==================== block 1
Fig. 1: block 1, placed cells, one colour a class
Bar = 100 um.
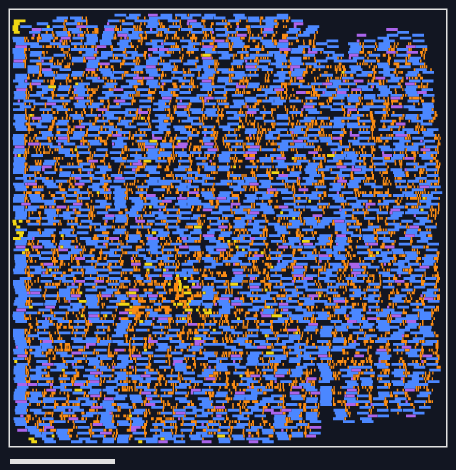

`src/rtl/spi_ram_pkg.sv`:
```
// Shared opcodes and FSM encoding for the SPI-attached RAM command decoder.
package spi_ram_pkg;

    localparam logic [1:0] OP_WR_ADDR = 2'b00;
    localparam logic [1:0] OP_WR_DATA = 2'b01;
    localparam logic [1:0] OP_RD_ADDR = 2'b10;
    localparam logic [1:0] OP_RD_DATA = 2'b11;

    typedef enum logic {
        NO_RADDR = 1'b0,
        RADDR_OK = 1'b1
    } state_e;

endpackage

```
`src/rtl/spi_ram_mem.sv`:
```
// MEM_DEPTH x 8 synchronous single-port RAM with registered read; contents are never reset.
module spi_ram_mem #(
    parameter int unsigned MEM_DEPTH = 256,
    parameter int unsigned ADDR_SIZE = 8
) (
    input  logic                 clk,
    input  logic                 we,
    input  logic [ADDR_SIZE-1:0] addr,
    input  logic [7:0]           wdata,
    output logic [7:0]           rdata
);

    logic [7:0] mem_q [MEM_DEPTH];

    always_ff @(posedge clk) begin
        if (we) begin
            mem_q[addr] <= wdata;
        end
        rdata <= mem_q[addr];
    end

endmodule

```
`src/rtl/spi_ram_ctrl.sv`:
```
// Decodes 10-bit SPI frames into RAM write/read commands and returns read bytes.
// Define SPI_RAM_AUTO_INC_EN to post-increment wr_addr/rd_addr after each access.
module spi_ram_ctrl
    import spi_ram_pkg::*;
#(
    parameter int unsigned MEM_DEPTH = 256,
    parameter int unsigned ADDR_SIZE = 8
) (
    input  logic       clk,
    input  logic       rst,
    input  logic [9:0] din,
    input  logic       rx_valid,
    output logic [7:0] dout,
    output logic       tx_valid,
    output logic       cmd_err
);

    state_e               state_q, state_d;
    logic [ADDR_SIZE-1:0] wr_addr_q, wr_addr_d;
    logic [ADDR_SIZE-1:0] rd_addr_q, rd_addr_d;
    logic                 frame_q, frame_d;
    logic                 rd_pend_q, rd_pend_d;
    logic                 err_pend_q, err_pend_d;
    logic [7:0]           dout_q, dout_d;
    logic                 tx_valid_q, tx_valid_d;
    logic                 cmd_err_q, cmd_err_d;

    logic [1:0]           opcode;
    logic                 mem_we;
    logic [ADDR_SIZE-1:0] mem_addr;
    logic [7:0]           mem_rdata;

    assign opcode = din[9:8];

    // Stage 1 decodes the frame and accesses the RAM; stage 2 publishes the result.
    always_comb begin
        state_d    = state_q;
        wr_addr_d  = wr_addr_q;
        rd_addr_d  = rd_addr_q;
        frame_d    = rx_valid;
        rd_pend_d  = 1'b0;
        err_pend_d = 1'b0;
        mem_we     = 1'b0;
        mem_addr   = rd_addr_q;

        if (rx_valid) begin
            unique case (opcode)
                OP_WR_ADDR: wr_addr_d = din[ADDR_SIZE-1:0];
                OP_WR_DATA: begin
                    mem_we   = ~rst;
                    mem_addr = wr_addr_q;
`ifdef SPI_RAM_AUTO_INC_EN
                    wr_addr_d = wr_addr_q + 1'b1;
`endif
                end
                OP_RD_ADDR: begin
                    rd_addr_d = din[ADDR_SIZE-1:0];
                    state_d   = RADDR_OK;
                end
                OP_RD_DATA: begin
                    if (state_q == RADDR_OK) begin
                        rd_pend_d = 1'b1;
`ifdef SPI_RAM_AUTO_INC_EN
                        rd_addr_d = rd_addr_q + 1'b1;
`endif
                    end else begin
                        err_pend_d = 1'b1;
                    end
                end
                default: ;
            endcase
        end

        tx_valid_d = frame_q ? rd_pend_q : tx_valid_q;
        dout_d     = rd_pend_q ? mem_rdata : dout_q;
        cmd_err_d  = err_pend_q;
    end

    always_ff @(posedge clk) begin
        if (rst) begin
            state_q    <= NO_RADDR;
            wr_addr_q  <= '0;
            rd_addr_q  <= '0;
            frame_q    <= 1'b0;
            rd_pend_q  <= 1'b0;
            err_pend_q <= 1'b0;
            dout_q     <= 8'h00;
            tx_valid_q <= 1'b0;
            cmd_err_q  <= 1'b0;
        end else begin
            state_q    <= state_d;
            wr_addr_q  <= wr_addr_d;
            rd_addr_q  <= rd_addr_d;
            frame_q    <= frame_d;
            rd_pend_q  <= rd_pend_d;
            err_pend_q <= err_pend_d;
            dout_q     <= dout_d;
            tx_valid_q <= tx_valid_d;
            cmd_err_q  <= cmd_err_d;
        end
    end

    spi_ram_mem #(
        .MEM_DEPTH (MEM_DEPTH),
        .ADDR_SIZE (ADDR_SIZE)
    ) u_mem (
        .clk   (clk),
        .we    (mem_we),
        .addr  (mem_addr),
        .wdata (din[7:0]),
        .rdata (mem_rdata)
    );

    assign dout     = dout_q;
    assign tx_valid = tx_valid_q;
    assign cmd_err  = cmd_err_q;

endmodule

```
`config.mk`:
```
export PLATFORM = sky130hd
export DESIGN_NAME = spi_ram_ctrl
export DESIGN_NICKNAME = d
export VERILOG_FILES = /design/src/rtl/spi_ram_pkg.sv /design/src/rtl/spi_ram_mem.sv /design/src/rtl/spi_ram_ctrl.sv
export SDC_FILE = /design/constraint.sdc
export NUM_CORES = 2
export LEC_CHECK = 0
export ABC_AREA = 1
export ABC_CLOCK_PERIOD_IN_PS = 8200
export CAP_MARGIN = 20
export CELL_PAD_IN_SITES_DETAIL_PLACEMENT = 0
export CELL_PAD_IN_SITES_GLOBAL_PLACEMENT = 1
export CORE_MARGIN = 2
export CORE_UTILIZATION = 52
export DETAILED_ROUTE_END_ITERATION = 6
export PLACE_DENSITY_LB_ADDON = 0.1
export SYNTH_ARGS = -nofsm -noshare
export SYNTH_HDL_FRONTEND = slang
export SYNTH_SLANG_ARGS = --single-unit
```
`constraint.sdc`:
```
create_clock -name clk -period 8.2 [get_ports clk]
set_input_delay 1.64 -clock clk [delete_from_list [all_inputs] [get_ports clk]]
set_output_delay 1.64 -clock clk [all_outputs]
set_load 0.01 [all_outputs]
```
==================== block 2
**config.mk**
```make
export PLATFORM = sky130hd
export DESIGN_NAME = dac_serial_capture
export DESIGN_NICKNAME = d
export VERILOG_FILES = /design/src/rtl/dac_link_pkg.sv /design/src/rtl/dac_edge_detect.sv /design/src/rtl/dac_serial_capture.sv
export SDC_FILE = /design/constraint.sdc
export NUM_CORES = 1
export LEC_CHECK = 0
export CORE_MARGIN = 2
export CORE_UTILIZATION = 55
export CTS_BUF_LIST = sky130_fd_sc_hd__clkbuf_4 sky130_fd_sc_hd__clkbuf_8
export DETAILED_ROUTE_END_ITERATION = 8
export PLACE_DENSITY = 0.83
export SLEW_MARGIN = 20
export SYNTH_ARGS = -nofsm -noshare
export SYNTH_HDL_FRONTEND = slang
export SYNTH_SLANG_ARGS = --single-unit
```
**constraint.sdc**
```tcl
create_clock -name dataclk -period 4.1 [get_ports dataclk]
set_input_delay 0.41 -clock dataclk [delete_from_list [all_inputs] [get_ports dataclk]]
set_output_delay 0.41 -clock dataclk [all_outputs]
set_load 0.05 [all_outputs]
```
**src/rtl/dac_link_pkg.sv**
```systemverilog
// dac_link_pkg: shared DAC serial link definitions.
// FSM state encoding, frame geometry and frame field offsets.
package dac_link_pkg;

  localparam int DAC_FRAME_BITS = 24;
  localparam int DAC_DATA_BITS  = 16;
  localparam int DAC_PD_BITS    = 2;

  localparam int DAC_DATA_LSB = 0;
  localparam int DAC_DATA_MSB = DAC_DATA_LSB + DAC_DATA_BITS - 1;
  localparam int DAC_PD_LSB   = DAC_DATA_MSB + 1;
  localparam int DAC_PD_MSB   = DAC_PD_LSB + DAC_PD_BITS - 1;

  typedef enum logic [1:0] {
    IDLE  = 2'd0,
    SHIFT = 2'd1,
    HOLD  = 2'd2
  } dac_state_e;

endpackage

```
**src/rtl/dac_edge_detect.sv**
```systemverilog
// dac_edge_detect: registers one input, emits rise/fall pulses.
// Ports: dataclk, reset (sync, active low), d in; rise, fall out.
module dac_edge_detect #(
  parameter logic RST_VAL = 1'b1
) (
  input  logic dataclk,
  input  logic reset,
  input  logic d,
  output logic rise,
  output logic fall
);

  logic d_q;

  always_ff @(posedge dataclk) begin
    if (!reset) d_q <= RST_VAL;
    else        d_q <= d;
  end

  assign rise = ~d_q & d;
  assign fall = d_q & ~d;

endmodule

```
**src/rtl/dac_serial_capture.sv**
```systemverilog
// dac_serial_capture: deserializes DAC SYNC/SCLK/DIN frames to words.
// Ports: dataclk, reset, DAC_SYNC/SCLK/DIN, capture_en in;
// dac_word, pd_mode, word_valid, frame_error, busy, frame_count,
// error_count out. Macro DAC_CAPTURE_SIGNED_EN adds dac_signed.
module dac_serial_capture
  import dac_link_pkg::*;
#(
  parameter int FRAME_BITS = DAC_FRAME_BITS,
  parameter int DATA_BITS  = DAC_DATA_BITS,
  parameter int PD_BITS    = DAC_PD_BITS,
  parameter int CNT_W      = 16
) (
  input  logic                 dataclk,
  input  logic                 reset,
  input  logic                 DAC_SYNC,
  input  logic                 DAC_SCLK,
  input  logic                 DAC_DIN,
  input  logic                 capture_en,
  output logic [DATA_BITS-1:0] dac_word,
  output logic [PD_BITS-1:0]   pd_mode,
  output logic                 word_valid,
  output logic                 frame_error,
  output logic                 busy,
`ifdef DAC_CAPTURE_SIGNED_EN
  output logic [DATA_BITS-1:0] dac_signed,
`endif
  output logic [CNT_W-1:0]     frame_count,
  output logic [CNT_W-1:0]     error_count
);

  // Only the trailing PD+DATA bits matter; older bits fall off the top.
  localparam int SR_W = DATA_BITS + PD_BITS;
  localparam int BC_W = $clog2(FRAME_BITS + 1);

  localparam logic [BC_W-1:0]  BC_END  = BC_W'(FRAME_BITS);
  localparam logic [BC_W-1:0]  BC_ONE  = BC_W'(1);
  localparam logic [CNT_W-1:0] CNT_ONE = CNT_W'(1);
  localparam logic [CNT_W-1:0] CNT_MAX = '1;

  dac_state_e       state;
  logic [SR_W-1:0]  sr;
  logic [BC_W-1:0]  bit_cnt;
  logic             fall_sync;
  logic             rise_sync;
  logic             fall_sclk;

  dac_edge_detect #(.RST_VAL(1'b1)) u_sync (
    .dataclk (dataclk),
    .reset   (reset),
    .d       (DAC_SYNC),
    .rise    (rise_sync),
    .fall    (fall_sync)
  );

  dac_edge_detect #(.RST_VAL(1'b1)) u_sclk (
    .dataclk (dataclk),
    .reset   (reset),
    .d       (DAC_SCLK),
    .rise    (),
    .fall    (fall_sclk)
  );

  always_ff @(posedge dataclk) begin
    if (!reset) begin
      state       <= IDLE;
      sr          <= '0;
      bit_cnt     <= '0;
      dac_word    <= '0;
      pd_mode     <= '0;
      word_valid  <= 1'b0;
      frame_error <= 1'b0;
      busy        <= 1'b0;
      frame_count <= '0;
      error_count <= '0;
`ifdef DAC_CAPTURE_SIGNED_EN
      dac_signed  <= {1'b1, {(DATA_BITS-1){1'b0}}};
`endif
    end else begin
      word_valid  <= 1'b0;
      frame_error <= 1'b0;
      unique case (state)
        IDLE: begin
          if (fall_sync && capture_en) begin
            state   <= SHIFT;
            sr      <= '0;
            bit_cnt <= '0;
            busy    <= 1'b1;
          end
        end
        SHIFT: begin
          if (bit_cnt == BC_END) begin
            dac_word    <= sr[DATA_BITS-1:0];
            pd_mode     <= sr[SR_W-1:DATA_BITS];
            word_valid  <= 1'b1;
            frame_count <= frame_count + CNT_ONE;
`ifdef DAC_CAPTURE_SIGNED_EN
            dac_signed  <= {~sr[DATA_BITS-1], sr[DATA_BITS-2:0]};
`endif
            // A SYNC rise coinciding with completion must not be lost.
            if (rise_sync) begin
              state <= IDLE;
              busy  <= 1'b0;
            end else begin
              state <= HOLD;
            end
          end else if (rise_sync) begin
            // SYNC wins over a simultaneous SCLK fall.
            frame_error <= 1'b1;
            if (error_count != CNT_MAX)
              error_count <= error_count + CNT_ONE;
            state <= IDLE;
            busy  <= 1'b0;
          end else if (fall_sclk) begin
            sr      <= {sr[SR_W-2:0], DAC_DIN};
            bit_cnt <= bit_cnt + BC_ONE;
          end
        end
        HOLD: begin
          if (rise_sync) begin
            state <= IDLE;
            busy  <= 1'b0;
          end
        end
        default: begin
          state <= IDLE;
          busy  <= 1'b0;
        end
      endcase
    end
  end

endmodule

```
Fig. 2: block 2, the metal 2 layer
Cells faint in the background.
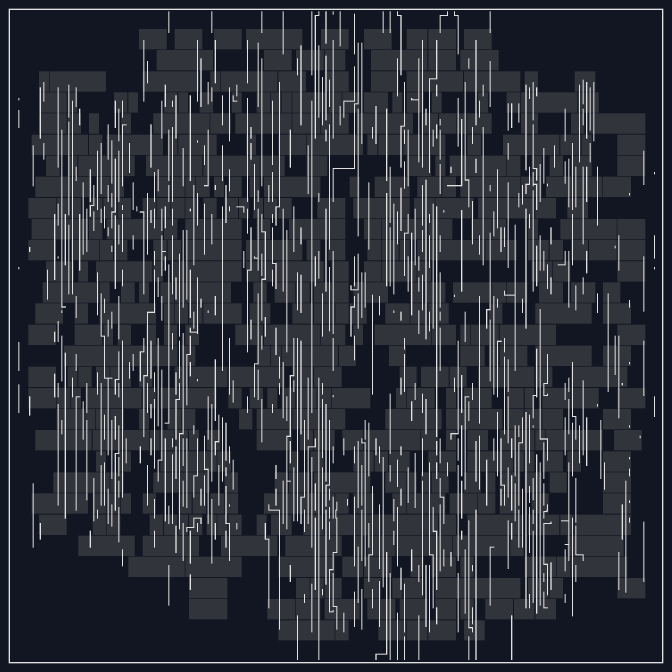
The layer holds 48% of the routed length. The longest straight run is 40.1 um.
GR Util met2: 36.58%
WL final: 7783 um
total number of vias: 3179

==> flow_summary.ini, block 2 <==
; implementation run metrics
[floorplan]
dieArea_um2 = 7055
io_pins = 59
num_rows = 29

[run]
tool_warnings = 30

[pwr]
vdd_drop_max_uv = 258.4
power_mw = 1.457
p_int_mw = 1.110
clockPowerShare_pct = 40.1
p_leak_nw = 1.386

[final_layout]
area_growth_pct = 22.40
lay_top_count = dfxtp_1
dominant_cells = logic gates

[worst_setup_path]
path_max_fanout = 26
cp_top_family = simple AND/OR/NAND/NOR gates
slowest_stage = or4_1

[status]
status = finished clean

[sta]
grt_setup_unrepaired = no
worst_slack_ns = 1.542

[route]
firstDrtPassIters = 4

[place]
dp_hpwl_um = 5139

[global_route]
grt_first_pass_wirelength_um = 13270
grt_pass1_vias = 2949

[synth]
yosysUniqueCellTypes = 44

[clock_network]
root_buffer = clkbuf_8
[block 2: worst min-delay path, cell delays in order (launching register included)]
cell and delay [ns]:
dfxtp_1 0.31, nand2_1 0.05, a21oi_1 0.05
[block 2: layer usage]
layer  vias up  wire length [um]  part of all wire [%]
met2        82              3708                    48
met1      1491              3668                    47
li1       1598                 -                     -
met4         0               108                   1.4
met5         -                 0                     0
met3         8               297                   3.8
Fig. 3: block 1, the metal 2 layer
Cells faint in the background.
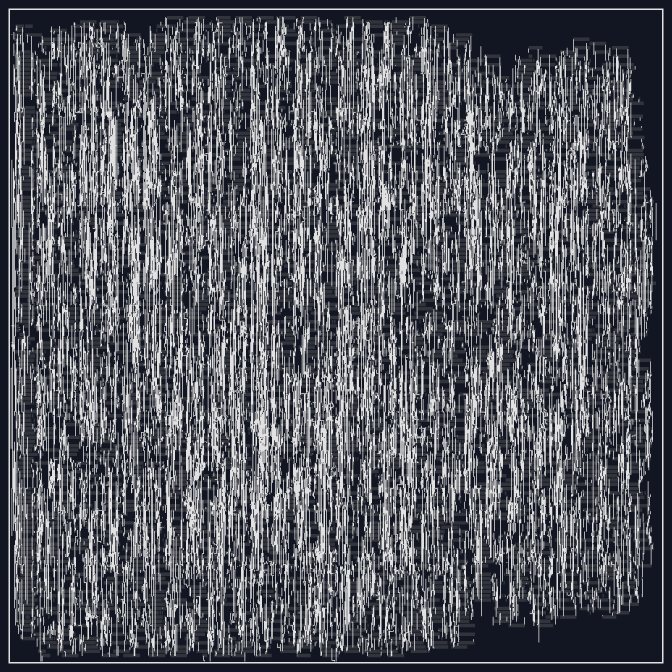
The wires run mostly vertical. The longest straight run is 166 um. The layer holds 47% of the routed length.
GR Util met2: 44.69%
total number of vias: 58750
WL final: 241500 um

About Fig. 1:
Orange shows combinational and other logic, cells 6021, share of their area 25%. Purple shows clock drivers and dummy loads, cells 395, share of their area 7.4%. Yellow shows remaining buffers and delay cells, cells 116, share of their area 1.3%. Blue shows sequential cells, cells 2086, share of their area 66%.

==> flow_summary.ini, block 1 <==
; implementation run metrics
[final_layout]
largest_register_ffs = 2048
diodes = 1
nonClkBufAreaFrac_pct = 1.275
logic_area_um2 = 23330
nFillCells = 14300

[pwr]
pwr-share-comb_pct = 7.4
clk-power_mw = 9.67
maxPowerGroup = sequential cells

[synth]
common_cells = 5104 x nand2_1, 2048 x edfxtp_1, 382 x nor2_1
most_common_cell = nand2_1
yosysWarnings = 0
synth_seq_share_pct = 71.13
yosys_area_um2 = 87530

[sta]
fmax_mhz = 175.0
worst_slack_ns = 2.486
finalHoldViolCount = 0
skew_ns = 0.02242

[hold_path]
min_path_cells = 1

[worst_setup_path]
path_max_fanout = 82
cpPeakStageDelay_ns = 0.69
r2r_cells = 17
start_kind = input port

[status]
status = finished clean

[run]
tool_warnings = 84

[route]
drtAntennaViolNets = 0

[place]
dp_slack_ns = 1.694
[block 1: cells by family (layout without fill, tap and decap cells)]
logic type,count (synthesis),count (layout),synth area share [%]
other,0,1,0
AND/OR/NAND/NOR,5822,5822,25.50
AND-OR/OR-AND,171,171,0.9863
buffers and inverters,497,539,2.387
flip-flops,2086,2086,71.13
[block 1: metal layers]
layer / track usage [%] / vias up / routed length (um)
met5: 0 / - / 11
li1: - / 27840 / -
met1: 40.15 / 28570 / 104800
met2: 44.69 / 2016 / 113600
met3: 4.203 / 321 / 17010
met4: 7.885 / 2 / 6080

==> gallery <==
Cell outlines without signal wires.
Plate I
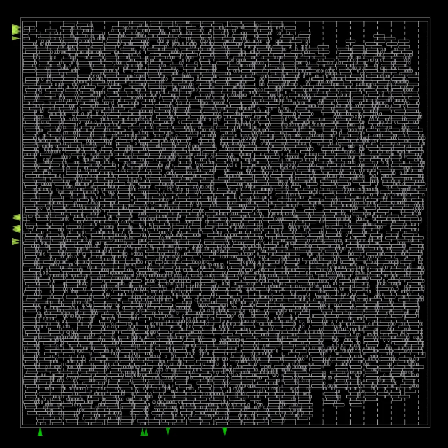
Plate II
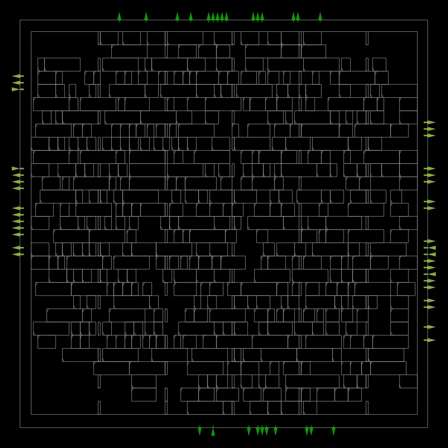
Plate II -> block 2
Plate I -> block 1
Of these, most sequential cells: Plate I
Of these, most cells: Plate I



==> gallery <==
Routed clock nets over the placement.
panel A
Bar = 100 um.
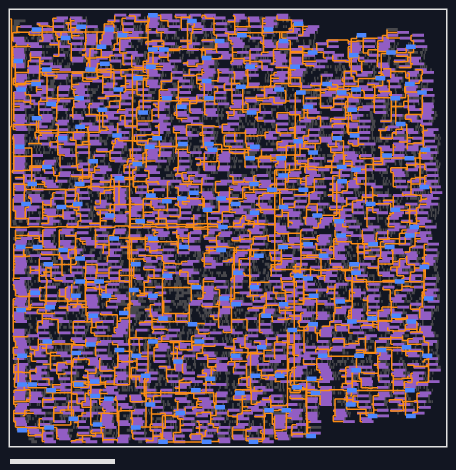
panel B
Bar = 20 um.
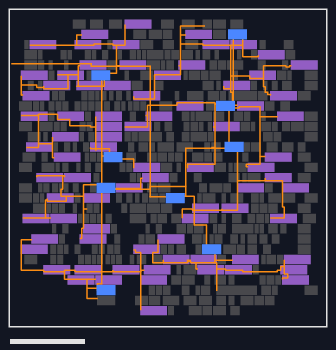
Of these, largest die: panel A
block 2: panel B
block 1: panel A

Key to panel A:
Blue shows clock drivers, count 214. Purple shows flip-flops, count 2086. Orange shows clock wires, length 24.1 mm.
There are 215 routed clock nets.

Power figures rest on the tool's default switching activity, not on a simulated workload.
